# ---- sram_bist_master ----
Figure 1. Signal wires on met2 (sram_bist_master).
Scale bar: 20 µm.
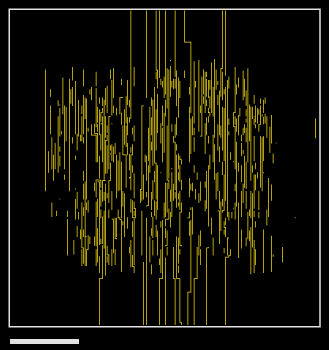

`src/rtl/sram_bist_master.sv`:
```
`default_nettype none
// ============================================================================
// Module : sram_bist_master
// Desc   : Writes a seeded address pattern to every SRAM location, reads each
//          one back and reports the mismatch count and first failing address.
// Rev    : 1.0  initial release
// ============================================================================
module sram_bist_master #(
   parameter int DATA_W = 8,
   parameter int ADDR_W = 3,
   parameter int HOLD   = 2,
   parameter int RD_LAT = 1
) (
   input  logic              clk,
   input  logic              rst,
   input  logic              start,
   input  logic              pat_sel,
   input  logic [DATA_W-1:0] seed,
   output logic              mem_write,
   output logic              mem_read,
   output logic [ADDR_W-1:0] mem_addr,
   output logic [DATA_W-1:0] mem_wdata,
   input  logic [DATA_W-1:0] mem_rdata,
   output logic              busy,
   output logic              done,
   output logic              pass,
   output logic [ADDR_W:0]   err_count,
   output logic [ADDR_W-1:0] first_err_addr
);

   localparam int                  c_hold_w    = (HOLD > 1) ? $clog2(HOLD) : 1;
   localparam int                  c_lat_w     = (RD_LAT > 1) ? $clog2(RD_LAT) : 1;
   localparam logic [ADDR_W-1:0]   c_last_addr = '1;
   localparam logic [c_hold_w-1:0] c_hold_last = c_hold_w'(HOLD - 1);
   localparam logic [c_lat_w-1:0]  c_lat_last  = c_lat_w'((RD_LAT > 0) ? RD_LAT - 1 : 0);

   typedef enum logic [2:0] {
      S_IDLE = 3'd0,
      S_WR   = 3'd1,
      S_RD   = 3'd2,
      S_WAIT = 3'd3,
      S_DONE = 3'd4
   } state_t;

   state_t              r_state;
   logic [c_hold_w-1:0] r_hold;
   logic [c_lat_w-1:0]  r_lat;
   logic [DATA_W-1:0]   r_seed;
   logic                r_pat;

   logic                w_hold_last;
   logic                w_lat_last;
   logic                w_sample;
   logic                w_mismatch;
   logic [ADDR_W-1:0]   w_addr_inc;
   logic [ADDR_W:0]     w_err_next;
   logic [DATA_W-1:0]   w_expected;

   function automatic logic [DATA_W-1:0] pattern(input logic [ADDR_W-1:0] a,
                                                 input logic [DATA_W-1:0] s,
                                                 input logic              inv);
      logic [DATA_W-1:0] v;
      v = DATA_W'(a) + s;
      return inv ? ~v : v;
   endfunction

   // mem_addr doubles as the walking address counter while the test runs
   assign w_hold_last = (r_hold == c_hold_last);
   assign w_lat_last  = (r_lat == c_lat_last);
   assign w_sample    = ((r_state == S_RD) && w_hold_last && (RD_LAT == 0)) ||
                        ((r_state == S_WAIT) && w_lat_last);
   assign w_expected  = pattern(mem_addr, r_seed, r_pat);
   assign w_mismatch  = w_sample && (mem_rdata != w_expected);
   assign w_addr_inc  = mem_addr + ADDR_W'(1);
   assign w_err_next  = err_count + {{ADDR_W{1'b0}}, w_mismatch};

   always_ff @(posedge clk or negedge rst) begin
      if (!rst) begin
         r_state        <= S_IDLE;
         r_hold         <= '0;
         r_lat          <= '0;
         r_seed         <= '0;
         r_pat          <= 1'b0;
         mem_write      <= 1'b0;
         mem_read       <= 1'b0;
         mem_addr       <= '0;
         mem_wdata      <= '0;
         busy           <= 1'b0;
         done           <= 1'b0;
         pass           <= 1'b0;
         err_count      <= '0;
         first_err_addr <= '0;
      end else begin
         done <= 1'b0;
         if (w_mismatch) begin
            err_count <= w_err_next;
            if (err_count == '0)
               first_err_addr <= mem_addr;
         end
         case (r_state)
            S_IDLE: begin
               if (start) begin
                  r_state        <= S_WR;
                  r_seed         <= seed;
                  r_pat          <= pat_sel;
                  r_hold         <= '0;
                  r_lat          <= '0;
                  busy           <= 1'b1;
                  pass           <= 1'b0;
                  err_count      <= '0;
                  first_err_addr <= '0;
                  mem_write      <= 1'b1;
                  mem_addr       <= '0;
                  mem_wdata      <= pattern('0, seed, pat_sel);
               end
            end
            S_WR: begin
               if (w_hold_last) begin
                  r_hold <= '0;
                  if (mem_addr == c_last_addr) begin
                     r_state   <= S_RD;
                     mem_write <= 1'b0;
                     mem_read  <= 1'b1;
                     mem_addr  <= '0;
                     mem_wdata <= '0;
                  end else begin
                     mem_addr  <= w_addr_inc;
                     mem_wdata <= pattern(w_addr_inc, r_seed, r_pat);
                  end
               end else begin
                  r_hold <= r_hold + c_hold_w'(1);
               end
            end
            S_RD: begin
               if (w_hold_last) begin
                  r_hold   <= '0;
                  mem_read <= 1'b0;
                  if (RD_LAT != 0)
                     r_state <= S_WAIT;
               end else begin
                  r_hold <= r_hold + c_hold_w'(1);
               end
            end
            S_WAIT: begin
               if (!w_lat_last)
                  r_lat <= r_lat + c_lat_w'(1);
            end
            S_DONE: r_state <= S_IDLE;
            default: r_state <= S_IDLE;
         endcase
         // Sample point overrides the per-state defaults above
         if (w_sample) begin
            r_lat <= '0;
            if (mem_addr == c_last_addr) begin
               r_state  <= S_DONE;
               busy     <= 1'b0;
               done     <= 1'b1;
               mem_addr <= '0;
               pass     <= (w_err_next == '0);
            end else begin
               r_state  <= S_RD;
               mem_read <= 1'b1;
               mem_addr <= w_addr_inc;
            end
         end
      end
   end

endmodule
`default_nettype wire
```
`config.mk`:
```
export PLATFORM = sky130hd
export DESIGN_NAME = sram_bist_master
export DESIGN_NICKNAME = d
export VERILOG_FILES = /design/src/rtl/sram_bist_master.sv
export SDC_FILE = /design/constraint.sdc
export NUM_CORES = 1
export LEC_CHECK = 0
export CAP_MARGIN = 5
export CORE_AREA = 10 10 80 82
export DETAILED_ROUTE_END_ITERATION = 10
export DIE_AREA = 0 0 90 92
export DONT_BUFFER_PORTS = 1
export GPL_TIMING_DRIVEN = 0
export PLACE_DENSITY = 0.79
export SLEW_MARGIN = 5
export SYNTH_ARGS = -nofsm -noshare
export SYNTH_HDL_FRONTEND = slang
export SYNTH_SLANG_ARGS = --single-unit
```
`constraint.sdc`:
```
create_clock -name clk -period 2.87 [get_ports clk]
set_input_delay 0.4305 -clock clk [delete_from_list [all_inputs] [get_ports clk]]
set_output_delay 0.4305 -clock clk [all_outputs]
set_load 0.01 [all_outputs]
```
# ---- ecc_apb_regs ----
<file path="src/rtl/ecc_apb_regs.sv">
// rtl/ecc_apb_regs.sv - APB register file and operation sequencer for the ECC core
// Optional PSLVERR output is enabled by defining ECC_APB_PSLVERR_EN.
module ecc_apb_regs #(
    parameter int DATA_WIDTH      = 32,
    parameter int AMBA_ADDR_WIDTH = 20,
    parameter int AMBA_WORD       = 32
) (
    input  logic                       clk,
    input  logic                       rst,
    input  logic [AMBA_ADDR_WIDTH-1:0] PADDR,
    input  logic                       PSEL,
    input  logic                       PENABLE,
    input  logic                       PWRITE,
    input  logic [AMBA_WORD-1:0]       PWDATA,
    output logic [AMBA_WORD-1:0]       PRDATA,
    output logic [1:0]                 ctrl,
    output logic [AMBA_WORD-1:0]       data_in,
    output logic [1:0]                 codeword_width,
    output logic [AMBA_WORD-1:0]       noise,
    output logic                       op_start,
    input  logic                       core_done,
    input  logic [DATA_WIDTH-1:0]      core_data_out,
    input  logic [1:0]                 core_num_errors,
    output logic                       busy
`ifdef ECC_APB_PSLVERR_EN
    ,
    output logic                       PSLVERR
`endif
);

    typedef enum logic [1:0] {
        IDLE   = 2'd0,
        SETUP  = 2'd1,
        ACCESS = 2'd2
    } apb_state_e;

    localparam logic [2:0] REG_CTRL     = 3'd0;
    localparam logic [2:0] REG_DATA_IN  = 3'd1;
    localparam logic [2:0] REG_CW_WIDTH = 3'd2;
    localparam logic [2:0] REG_NOISE    = 3'd3;
    localparam logic [2:0] REG_DATA_OUT = 3'd4;
    localparam logic [2:0] REG_STATUS   = 3'd5;

    apb_state_e             state_q, state_d;
    logic [1:0]             ctrl_q, ctrl_d;
    logic [AMBA_WORD-1:0]   data_in_q, data_in_d;
    logic [1:0]             cw_width_q, cw_width_d;
    logic [AMBA_WORD-1:0]   noise_q, noise_d;
    logic [DATA_WIDTH-1:0]  data_out_q, data_out_d;
    logic [1:0]             num_err_q, num_err_d;
    logic                   busy_q, busy_d;
    logic                   op_start_q, op_start_d;
    logic [AMBA_WORD-1:0]   prdata_q, prdata_d;

    logic [2:0]             reg_sel;
    logic                   access_edge;
    logic                   wr_en;
    logic                   rw_wr;
    logic                   done_ok;
    logic [AMBA_WORD-1:0]   rdata_mux;
    logic                   unused_addr_bits;

    assign reg_sel          = PADDR[4:2];
    assign unused_addr_bits = ^{PADDR[AMBA_ADDR_WIDTH-1:5], PADDR[1:0]};

    // state_q holds the phase latched at the previous edge, so state_q==SETUP
    // with PENABLE high is the bus access cycle; its closing edge commits writes.
    assign access_edge = (state_q == SETUP) && PSEL && PENABLE;
    assign wr_en       = access_edge && PWRITE;
    assign rw_wr       = wr_en && !busy_q;
    assign done_ok     = core_done && busy_q;

    always_comb begin
        state_d = state_q;
        case (state_q)
            IDLE:    if (PSEL && !PENABLE) state_d = SETUP;
            SETUP: begin
                if (PSEL && PENABLE)       state_d = ACCESS;
                else if (PSEL && !PENABLE) state_d = SETUP;
                else                       state_d = IDLE;
            end
            ACCESS:  state_d = (PSEL && !PENABLE) ? SETUP : IDLE;
            default: state_d = IDLE;
        endcase
    end

    always_comb begin
        rdata_mux = '0;
        case (reg_sel)
            REG_CTRL:     rdata_mux = {{(AMBA_WORD-2){1'b0}}, ctrl_q};
            REG_DATA_IN:  rdata_mux = data_in_q;
            REG_CW_WIDTH: rdata_mux = {{(AMBA_WORD-2){1'b0}}, cw_width_q};
            REG_NOISE:    rdata_mux = noise_q;
            REG_DATA_OUT: rdata_mux = AMBA_WORD'(data_out_q);
            REG_STATUS:   rdata_mux = {{(AMBA_WORD-3){1'b0}}, num_err_q, busy_q};
            default:      rdata_mux = '0;
        endcase
    end

    always_comb begin
        ctrl_d     = ctrl_q;
        data_in_d  = data_in_q;
        cw_width_d = cw_width_q;
        noise_d    = noise_q;
        data_out_d = data_out_q;
        num_err_d  = num_err_q;
        busy_d     = busy_q;
        op_start_d = 1'b0;
        prdata_d   = (PSEL && !PENABLE) ? rdata_mux : prdata_q;

        if (done_ok) begin
            data_out_d = core_data_out;
            num_err_d  = core_num_errors;
            busy_d     = 1'b0;
        end

        // rw_wr needs busy_q low and done_ok needs it high, so they never collide.
        if (rw_wr) begin
            case (reg_sel)
                REG_CTRL: begin
                    ctrl_d = PWDATA[1:0];
                    if (PWDATA[1:0] != 2'b11) begin
                        op_start_d = 1'b1;
                        busy_d     = 1'b1;
                    end
                end
                REG_DATA_IN:  data_in_d  = PWDATA;
                REG_CW_WIDTH: cw_width_d = PWDATA[1:0];
                REG_NOISE:    noise_d    = PWDATA;
                default:      ;
            endcase
        end
    end

    always_ff @(posedge clk) begin
        if (rst) begin
            state_q    <= IDLE;
            ctrl_q     <= '0;
            data_in_q  <= '0;
            cw_width_q <= '0;
            noise_q    <= '0;
            data_out_q <= '0;
            num_err_q  <= '0;
            busy_q     <= 1'b0;
            op_start_q <= 1'b0;
            prdata_q   <= '0;
        end else begin
            state_q    <= state_d;
            ctrl_q     <= ctrl_d;
            data_in_q  <= data_in_d;
            cw_width_q <= cw_width_d;
            noise_q    <= noise_d;
            data_out_q <= data_out_d;
            num_err_q  <= num_err_d;
            busy_q     <= busy_d;
            op_start_q <= op_start_d;
            prdata_q   <= prdata_d;
        end
    end

    assign PRDATA         = prdata_q;
    assign ctrl           = ctrl_q;
    assign data_in        = data_in_q;
    assign codeword_width = cw_width_q;
    assign noise          = noise_q;
    assign op_start       = op_start_q;
    assign busy           = busy_q;

`ifdef ECC_APB_PSLVERR_EN
    logic slv_err;
    always_comb begin
        slv_err = 1'b0;
        if (reg_sel > REG_STATUS)
            slv_err = 1'b1;
        else if (PWRITE && (reg_sel >= REG_DATA_OUT))
            slv_err = 1'b1;
        else if (PWRITE && busy_q)
            slv_err = 1'b1;
    end
    assign PSLVERR = access_edge && slv_err;
`endif

endmodule

</file>
<file path="config.mk">
export PLATFORM = sky130hd
export DESIGN_NAME = ecc_apb_regs
export DESIGN_NICKNAME = d
export VERILOG_FILES = /design/src/rtl/ecc_apb_regs.sv
export SDC_FILE = /design/constraint.sdc
export NUM_CORES = 1
export LEC_CHECK = 0
export ABC_AREA = 1
export CAP_MARGIN = 5
export CORE_ASPECT_RATIO = 0.75
export CORE_UTILIZATION = 49
export DETAILED_ROUTE_END_ITERATION = 10
export GPL_TIMING_DRIVEN = 0
export PLACE_DENSITY_LB_ADDON = 0.12
export SYNTH_ARGS = -nofsm -noshare
export SYNTH_HDL_FRONTEND = slang
export SYNTH_SLANG_ARGS = --single-unit
</file>
<file path="constraint.sdc">
create_clock -name clk -period 2.7 [get_ports clk]
set_input_delay 0.675 -clock clk [delete_from_list [all_inputs] [get_ports clk]]
set_output_delay 0.675 -clock clk [all_outputs]
set_load 0.02 [all_outputs]
</file>
# ---- rs232_avm_slave ----
<file path="src/rtl/rs232_pkg.sv">
// Shared constants, state encodings and status-word helper for the RS-232 Avalon-MM slave.
package rs232_pkg;

    localparam logic [4:0] ADDR_RX     = 5'h00;
    localparam logic [4:0] ADDR_TX     = 5'h04;
    localparam logic [4:0] ADDR_STATUS = 5'h08;

    localparam int ST_TRDY = 6;
    localparam int ST_RRDY = 7;
    localparam int ST_OVR  = 8;
    localparam int ST_FE   = 9;

    typedef enum logic {
        BUS_IDLE,
        BUS_ACK
    } bus_state_t;

    typedef enum logic [1:0] {
        RX_IDLE,
        RX_START,
        RX_DATA,
        RX_STOP
    } rx_state_t;

    typedef enum logic [1:0] {
        TX_IDLE,
        TX_START,
        TX_DATA,
        TX_STOP
    } tx_state_t;

    function automatic logic [31:0] status_word(input logic rrdy, input logic trdy,
                                                input logic ovr, input logic fe);
        logic [31:0] w;
        w          = '0;
        w[ST_RRDY] = rrdy;
        w[ST_TRDY] = trdy;
        w[ST_OVR]  = ovr;
        w[ST_FE]   = fe;
        return w;
    endfunction

endpackage

</file>
<file path="src/rtl/rs232_fifo.sv">
// 8-bit byte FIFO; with RS232_FIFO_EN undefined it collapses to a one-byte holding register.
// A pop on the same cycle as a push always frees room first, so push-while-full succeeds.
module rs232_fifo
    import rs232_pkg::*;
#(
    parameter int DEPTH = 16
) (
    input  logic       i_clk,
    input  logic       i_srst,
    input  logic       i_push,
    input  logic [7:0] i_data,
    input  logic       i_pop,
    output logic       o_full,
    output logic       o_empty,
    output logic [7:0] o_head,
    output logic       o_drop
);

    logic w_do_pop;
    logic w_do_push;

    assign w_do_pop  = i_pop & ~o_empty;
    assign w_do_push = i_push & (~o_full | w_do_pop);
    assign o_drop    = i_push & ~w_do_push;

`ifdef RS232_FIFO_EN
    localparam int AW = $clog2(DEPTH);

    logic [7:0]  r_mem [DEPTH];
    logic [AW:0] r_wr_ptr;
    logic [AW:0] r_rd_ptr;

    // Extra MSB distinguishes full (MSBs differ) from empty (pointers equal).
    assign o_empty = (r_wr_ptr == r_rd_ptr);
    assign o_full  = (r_wr_ptr[AW] != r_rd_ptr[AW]) &&
                     (r_wr_ptr[AW-1:0] == r_rd_ptr[AW-1:0]);
    assign o_head  = r_mem[r_rd_ptr[AW-1:0]];

    always_ff @(posedge i_clk) begin
        if (i_srst) begin
            r_wr_ptr <= '0;
            r_rd_ptr <= '0;
        end else begin
            if (w_do_push) r_wr_ptr <= r_wr_ptr + 1'b1;
            if (w_do_pop)  r_rd_ptr <= r_rd_ptr + 1'b1;
        end
    end

    always_ff @(posedge i_clk) begin
        if (w_do_push) r_mem[r_wr_ptr[AW-1:0]] <= i_data;
    end
`else
    logic        r_valid;
    logic [7:0]  r_data;
    logic [31:0] w_depth_unused;

    assign w_depth_unused = DEPTH;
    assign o_empty = ~r_valid;
    assign o_full  = r_valid;
    assign o_head  = r_data;

    always_ff @(posedge i_clk) begin
        if (i_srst) begin
            r_valid <= 1'b0;
        end else if (w_do_push) begin
            r_valid <= 1'b1;
        end else if (w_do_pop) begin
            r_valid <= 1'b0;
        end
    end

    always_ff @(posedge i_clk) begin
        if (w_do_push) r_data <= i_data;
    end
`endif

endmodule

</file>
<file path="src/rtl/rs232_avm_slave.sv">
// RS-232 UART with Avalon-MM slave: RX/TX byte FIFOs (RS232_FIFO_EN selects deep FIFOs
// over one-byte holding registers), a two-state bus handshake and sticky error flags.
module rs232_avm_slave
    import rs232_pkg::*;
#(
    parameter int CLKS_PER_BIT = 434,
    parameter int FIFO_DEPTH   = 16
) (
    input  logic        avm_clk,
    input  logic        avm_rst,
    input  logic [4:0]  avm_address,
    input  logic        avm_read,
    input  logic        avm_write,
    input  logic [31:0] avm_writedata,
    output logic [31:0] avm_readdata,
    output logic        avm_waitrequest,
    input  logic        uart_rxd,
    output logic        uart_txd
);

    localparam int            CW        = $clog2(CLKS_PER_BIT) + 1;
    localparam logic [CW-1:0] BIT_LAST  = CW'(CLKS_PER_BIT - 1);
    localparam logic [CW-1:0] HALF_LAST = CW'(CLKS_PER_BIT / 2 - 1);

    bus_state_t  r_bus_state;
    logic        r_req_rd;
    logic [4:0]  r_req_addr;
    logic [7:0]  r_req_data;
    logic        r_ovr;
    logic        r_fe;

    rx_state_t   r_rx_state;
    logic        r_rxd_meta;
    logic        r_rxd_sync;
    logic        r_rxd_prev;
    logic [CW-1:0] r_rx_cnt;
    logic [2:0]  r_rx_bit;
    logic [7:0]  r_rx_shift;
    logic        r_rx_push;
    logic        r_rx_fe;

    tx_state_t   r_tx_state;
    logic [CW-1:0] r_tx_cnt;
    logic [2:0]  r_tx_bit;
    logic [7:0]  r_tx_shift;
    logic        r_txd;

    logic        w_ack;
    logic        w_rx_pop;
    logic        w_st_clr;
    logic        w_tx_push;
    logic        w_tx_pop;
    logic        w_rx_empty;
    logic        w_rx_full_unused;
    logic [7:0]  w_rx_head;
    logic        w_rx_drop;
    logic        w_tx_empty;
    logic        w_tx_full;
    logic [7:0]  w_tx_head;
    logic        w_tx_drop_unused;
    logic        w_wdata_unused;
    logic [31:0] w_rd_mux;

    assign w_wdata_unused = ^avm_writedata[31:8];

    rs232_fifo #(.DEPTH(FIFO_DEPTH)) u_rx_fifo (
        .i_clk   (avm_clk),
        .i_srst  (avm_rst),
        .i_push  (r_rx_push),
        .i_data  (r_rx_shift),
        .i_pop   (w_rx_pop),
        .o_full  (w_rx_full_unused),
        .o_empty (w_rx_empty),
        .o_head  (w_rx_head),
        .o_drop  (w_rx_drop)
    );

    rs232_fifo #(.DEPTH(FIFO_DEPTH)) u_tx_fifo (
        .i_clk   (avm_clk),
        .i_srst  (avm_rst),
        .i_push  (w_tx_push),
        .i_data  (r_req_data),
        .i_pop   (w_tx_pop),
        .o_full  (w_tx_full),
        .o_empty (w_tx_empty),
        .o_head  (w_tx_head),
        .o_drop  (w_tx_drop_unused)
    );

    // Waitrequest must rise in the same cycle the master asserts a request.
    assign avm_waitrequest = (r_bus_state == BUS_IDLE) && (avm_read || avm_write);
    assign w_ack     = (r_bus_state == BUS_ACK);
    assign w_rx_pop  = w_ack &  r_req_rd & (r_req_addr == ADDR_RX);
    assign w_st_clr  = w_ack &  r_req_rd & (r_req_addr == ADDR_STATUS);
    assign w_tx_push = w_ack & ~r_req_rd & (r_req_addr == ADDR_TX);
    assign w_tx_pop  = (r_tx_state == TX_IDLE) & ~w_tx_empty;

    always_comb begin
        w_rd_mux = '0;
        case (r_req_addr)
            ADDR_RX:     w_rd_mux = w_rx_empty ? 32'h0 : {24'h0, w_rx_head};
            ADDR_STATUS: w_rd_mux = status_word(~w_rx_empty, ~w_tx_full, r_ovr, r_fe);
            default:     w_rd_mux = '0;
        endcase
    end

    assign avm_readdata = (w_ack && r_req_rd) ? w_rd_mux : 32'h0;
    assign uart_txd     = r_txd;

    always_ff @(posedge avm_clk) begin
        if (avm_rst) begin
            r_bus_state <= BUS_IDLE;
            r_req_rd    <= 1'b0;
            r_req_addr  <= '0;
            r_req_data  <= '0;
        end else begin
            case (r_bus_state)
                BUS_IDLE: begin
                    if (avm_read || avm_write) begin
                        r_req_rd    <= avm_read;
                        r_req_addr  <= avm_address;
                        r_req_data  <= avm_writedata[7:0];
                        r_bus_state <= BUS_ACK;
                    end
                end
                default: r_bus_state <= BUS_IDLE;
            endcase
        end
    end

    // New error events win over a same-cycle STATUS clear so none are lost.
    always_ff @(posedge avm_clk) begin
        if (avm_rst) begin
            r_ovr <= 1'b0;
            r_fe  <= 1'b0;
        end else begin
            if (w_st_clr) begin
                r_ovr <= 1'b0;
                r_fe  <= 1'b0;
            end
            if (w_rx_drop) r_ovr <= 1'b1;
            if (r_rx_fe)   r_fe  <= 1'b1;
        end
    end

    always_ff @(posedge avm_clk) begin
        if (avm_rst) begin
            r_rxd_meta <= 1'b1;
            r_rxd_sync <= 1'b1;
            r_rxd_prev <= 1'b1;
            r_rx_state <= RX_IDLE;
            r_rx_cnt   <= '0;
            r_rx_bit   <= '0;
            r_rx_shift <= '0;
            r_rx_push  <= 1'b0;
            r_rx_fe    <= 1'b0;
        end else begin
            r_rxd_meta <= uart_rxd;
            r_rxd_sync <= r_rxd_meta;
            r_rxd_prev <= r_rxd_sync;
            r_rx_push  <= 1'b0;
            r_rx_fe    <= 1'b0;
            case (r_rx_state)
                RX_IDLE: begin
                    if (r_rxd_prev && !r_rxd_sync) begin
                        r_rx_cnt   <= '0;
                        r_rx_state <= RX_START;
                    end
                end
                RX_START: begin
                    if (r_rx_cnt == HALF_LAST) begin
                        r_rx_cnt   <= '0;
                        r_rx_bit   <= '0;
                        r_rx_state <= r_rxd_sync ? RX_IDLE : RX_DATA;
                    end else begin
                        r_rx_cnt <= r_rx_cnt + 1'b1;
                    end
                end
                RX_DATA: begin
                    if (r_rx_cnt == BIT_LAST) begin
                        r_rx_cnt   <= '0;
                        r_rx_shift <= {r_rxd_sync, r_rx_shift[7:1]};
                        r_rx_bit   <= r_rx_bit + 1'b1;
                        if (r_rx_bit == 3'd7) r_rx_state <= RX_STOP;
                    end else begin
                        r_rx_cnt <= r_rx_cnt + 1'b1;
                    end
                end
                default: begin
                    if (r_rx_cnt == BIT_LAST) begin
                        r_rx_cnt   <= '0;
                        r_rx_state <= RX_IDLE;
                        if (r_rxd_sync) r_rx_push <= 1'b1;
                        else            r_rx_fe   <= 1'b1;
                    end else begin
                        r_rx_cnt <= r_rx_cnt + 1'b1;
                    end
                end
            endcase
        end
    end

    always_ff @(posedge avm_clk) begin
        if (avm_rst) begin
            r_tx_state <= TX_IDLE;
            r_tx_cnt   <= '0;
            r_tx_bit   <= '0;
            r_tx_shift <= '0;
            r_txd      <= 1'b1;
        end else begin
            case (r_tx_state)
                TX_IDLE: begin
                    r_txd <= 1'b1;
                    if (!w_tx_empty) begin
                        r_tx_shift <= w_tx_head;
                        r_txd      <= 1'b0;
                        r_tx_cnt   <= '0;
                        r_tx_state <= TX_START;
                    end
                end
                TX_START: begin
                    if (r_tx_cnt == BIT_LAST) begin
                        r_tx_cnt   <= '0;
                        r_tx_bit   <= '0;
                        r_txd      <= r_tx_shift[0];
                        r_tx_state <= TX_DATA;
                    end else begin
                        r_tx_cnt <= r_tx_cnt + 1'b1;
                    end
                end
                TX_DATA: begin
                    if (r_tx_cnt == BIT_LAST) begin
                        r_tx_cnt <= '0;
                        if (r_tx_bit == 3'd7) begin
                            r_txd      <= 1'b1;
                            r_tx_state <= TX_STOP;
                        end else begin
                            r_tx_shift <= {1'b0, r_tx_shift[7:1]};
                            r_txd      <= r_tx_shift[1];
                            r_tx_bit   <= r_tx_bit + 1'b1;
                        end
                    end else begin
                        r_tx_cnt <= r_tx_cnt + 1'b1;
                    end
                end
                default: begin
                    if (r_tx_cnt == BIT_LAST) begin
                        r_tx_cnt   <= '0;
                        r_tx_state <= TX_IDLE;
                    end else begin
                        r_tx_cnt <= r_tx_cnt + 1'b1;
                    end
                end
            endcase
        end
    end

endmodule

</file>
<file path="config.mk">
export PLATFORM = sky130hd
export DESIGN_NAME = rs232_avm_slave
export DESIGN_NICKNAME = d
export VERILOG_FILES = /design/src/rtl/rs232_pkg.sv /design/src/rtl/rs232_fifo.sv /design/src/rtl/rs232_avm_slave.sv
export SDC_FILE = /design/constraint.sdc
export NUM_CORES = 1
export LEC_CHECK = 0
export CORE_MARGIN = 2
export CORE_UTILIZATION = 56
export CTS_CLUSTER_SIZE = 8
export DETAILED_ROUTE_END_ITERATION = 10
export HOLD_SLACK_MARGIN = 0.1
export PLACE_DENSITY = 0.91
export SLEW_MARGIN = 20
export SYNTH_ARGS = -nofsm -noshare
export SYNTH_HDL_FRONTEND = slang
export SYNTH_SLANG_ARGS = --single-unit
</file>
<file path="constraint.sdc">
create_clock -name avm_clk -period 5.85 [get_ports avm_clk]
set_clock_uncertainty 0.05 [all_clocks]
set_input_delay 1.17 -clock avm_clk [delete_from_list [all_inputs] [get_ports avm_clk]]
set_output_delay 1.17 -clock avm_clk [all_outputs]
set_load 0.02 [all_outputs]
</file>
Figure 2. Sequential cells grouped by signal name (rs232_avm_slave).
Scale bar: 20 µm.
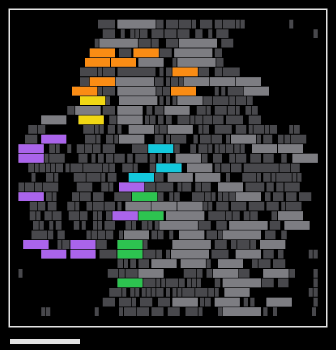
Orange shows r_rx_shift, flops 8. Cyan shows r_rx_bit, flops 3. Purple shows r_rx_cnt, flops 10. Green shows r_req_addr, flops 5. Yellow shows r_rx_state, flops 2.
Another 59 sequential cells are not colored.

==> results.toml, rs232_avm_slave <==
# physical design summary
[worst_setup_path]
crit_type = "in -> out"
max_stage_delay_ns = 0.68
critical_path.slowest_cell = "clkdlybuf4s50_1"

[synthesis]
postSynthSeqShare = 0.463
synth_top_cell_by_area = "dfxtp_1"
synth-main-ff-cell = "dfxtp_1"
ys_sh_xor = 0.00213
yosys_area_mm2 = 0.00411
edf_count = 16
ys_async_sr_fraction = 0

[route]
drt_first_iter_violations = 172
wl_met2_mm = 4.10
wire_per_inst_um = 13.5
drt-total-wl_mm = 7.69
vias_per_cell = 5.61

[finish]
seqCellArea_mm2 = 0.00190
nFlopsAndLatches = 87
seq-cell-share = 0.418
final_cells = 568
final_area_mm2 = 0.00455
clockBufferCount = 9

[power_and_ir_drop]
pg_seq_mw = 0.648
total_leakage_power_nw = 1.56
pg_comb_mw = 0.192

[min_path]
worstHoldEndpoint = "r_rxd_sync$_SDFF_PP1_"

[status]
status = "finished clean"

[clock_network]
clock-sinks = 87
clkLatencyLatePin_ns = 0.36
root_buffer = "clkbuf_8"

[sta]
worst_pin_slew_ns = 0.998

[die]
fp_util = 0.573
fp.dieH_um = 89.7

[place]
hpwl_mm = 5.29
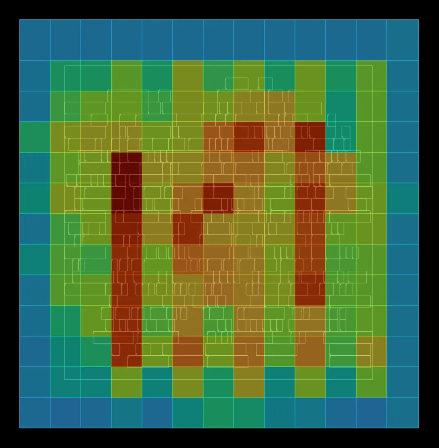
Figure 3: sram_bist_master, routing congestion.
Final Core Density: 0.596
met2 usage: 0.276
grt peak-use layer: met2
met1 usage: 0.168

About Figure 1:
The layer carries 3190 µm of wire. The layer holds 51% of the routed length. The longest straight run is 39.8 µm.

==> results.toml, sram_bist_master <==
# physical design summary
[sta]
fin_ws_ns = -0.252
period_used_share = 1.09
rsz0062_at_grt = "yes"
setup_viol = 3

[synthesis]
ys_warn_count = 0
edf_count = 0
ys_sh_xor = 0.136
synth_top_cell_by_area = "dfrtp_1"
synth_cells = 284
synth-main-ff-cell = "dfrtp_1"

[worst_setup_path]
path_max_fanout = 4

[power_and_ir_drop]
comb_power_share = 0.590

[place]
routabilityCongestion = 0.795

[finish]
final_cells = 371
n_antenna_cell = 0

[status]
violations = "negative setup slack"
status = "finished with violations"

[min_path]
worstHoldEndpoint = "r_seed[6]$_DFFE_PN0P_"

[clock_network]
post_cts_resized = 15
Figure 4. Routing congestion (ecc_apb_regs).
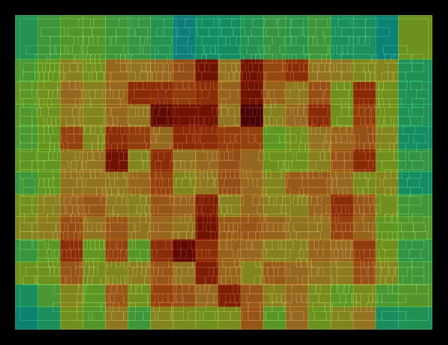
met2 usage: 0.490
met1 usage: 0.410
routed length per placed instance: 15.3 µm

==> results.toml, ecc_apb_regs <==
# physical design summary
[worst_setup_path]
startpoint = "PSEL"
max_stage_delay_ns = 0.58
critical_path.slowest_cell = "nor2_1"
cp.depth = 6
worstPathArrival_ns = 2.71
r2r-start = "state_q[0]$_SDFFE_PP0P_"
crit_required_ns = 3.05

[synthesis]
synth_top_cell_by_area = "dfxtp_1"
ys_sh_xor = 0
top_cells_by_area = "dfxtp_1 48%, nand2_1 16%, nor2_1 9.8%"
yosys.area_share.simple = 0.360
synth-main-ff-cell = "dfxtp_1"
synthAdderAreaFrac = 0
synth_cells = 849
edf_count = 0
compound_area_frac = 0.0902
yosys_area_mm2 = 0.00580

[status]
status = "finished clean"

[sta]
hold_viol_final = 0
slew_viol_final = 0
max-slew-margin-rel = 0.485
hold_ws_ns = 0.443
timing.fmax_ghz = 0.423
setup_viol = 0
worst_pin_slew_ns = 0.769
fin_skew_ns = 0.00763

[place]
hpwl_mm = 13.1
portBuffers = 173
postPlaceCellArea_mm2 = 0.00773

[min_path]
min_path_type = "reg -> reg"

[finish]
comb_share = 0.314
final_area_mm2 = 0.00831
final_cells = 1216
n_antenna_cell = 0
layout.nonclk_buf_frac = 0.239

[power_and_ir_drop]
comb_power_share = 0.067
clock_power_share = 0.493
p_seq_frac = 0.440
power_mw = 4.64

[clock_network]
postCtsHoldBufs = 0
post_cts_resized = 0
cts_tree = "yes"
clk_pin_slew_ns = 0.06
clkLatencyLatePin_ns = 0.42

[die]
fp_util = 0.501
die_w_um = 128
core_area_mm2 = 0.0116

[route]
drt_first_iter_violations = 459
vias_per_cell = 5.18
drt-total-wl_mm = 18.6
drc_errors = 0
num_vias = 6297
ant_nets = 0

[global_route]
antenna_found_initial = 0
grt_pass1_vias = 5784
grt.met3_usage = 0.0800
grtUsageTotal = 0.311

[run]
warning_count = 43
max-cap-violations = 0


==> screenshots <==
The metal 3 layer.
image #1
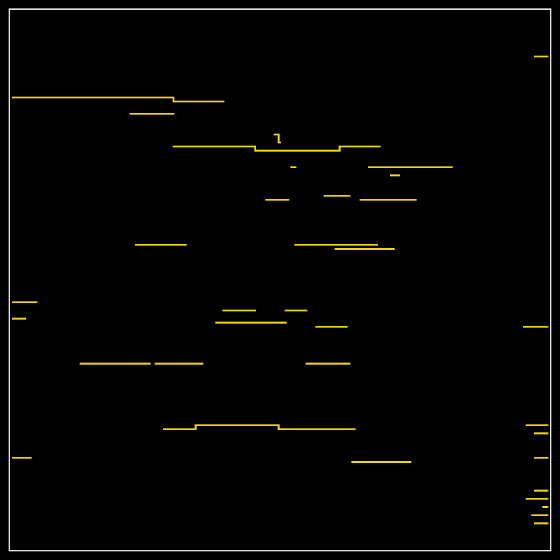
image #2
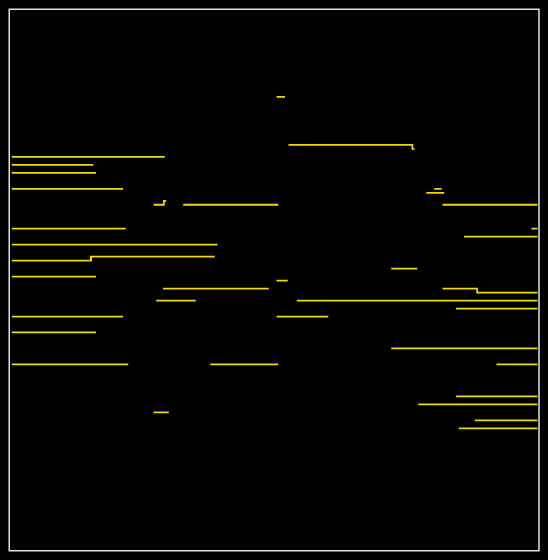
image #3
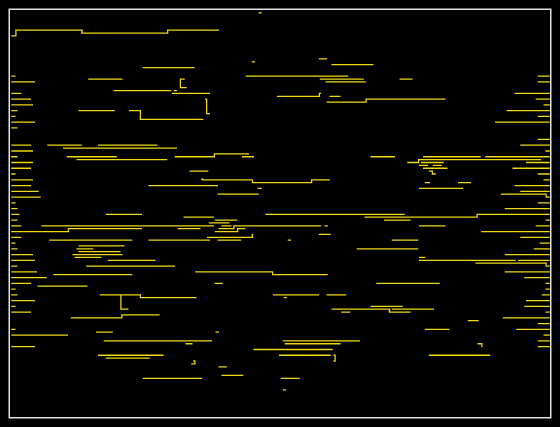
Image #2 comes from sram_bist_master.
Image #1 comes from rs232_avm_slave.
Image #3 comes from ecc_apb_regs.


==> notes/layouts.md <==
Pictures saved along the way, in no particular order.

Gate-type map.
panel A
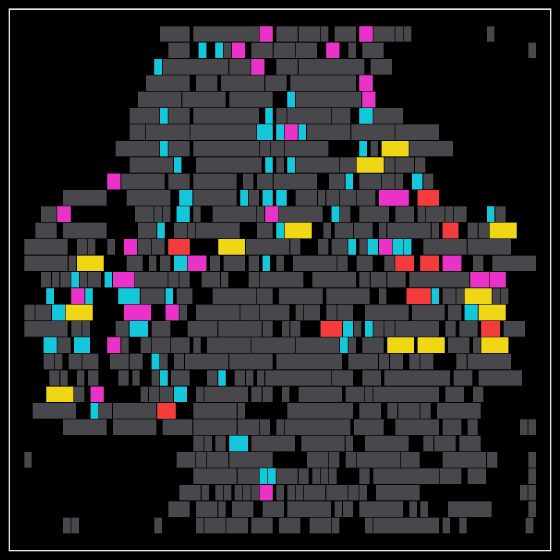
panel B
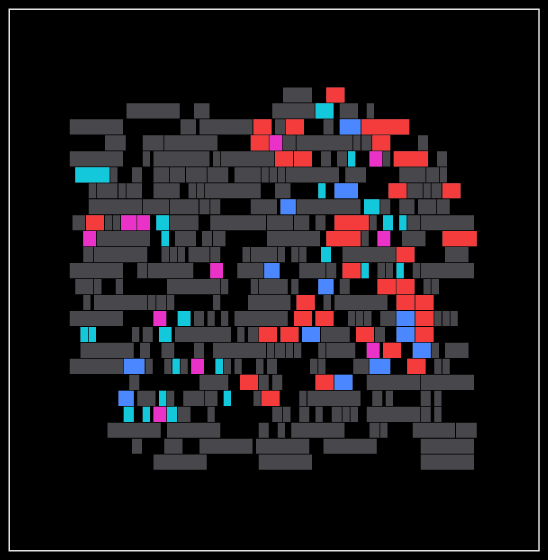
panel C
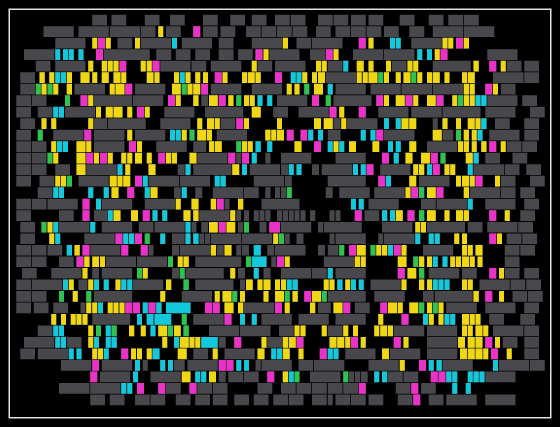
- rs232_avm_slave = panel A
- ecc_apb_regs = panel C
- sram_bist_master = panel B
- most cells: panel C

Key to panel C:
Magenta shows inverting AOI/OAI gates, cells 104, where all over the die. Cyan shows NOR gates, cells 158, where all over the die. Green shows inverters, cells 47. Yellow shows NAND gates, cells 342, where all over the die.

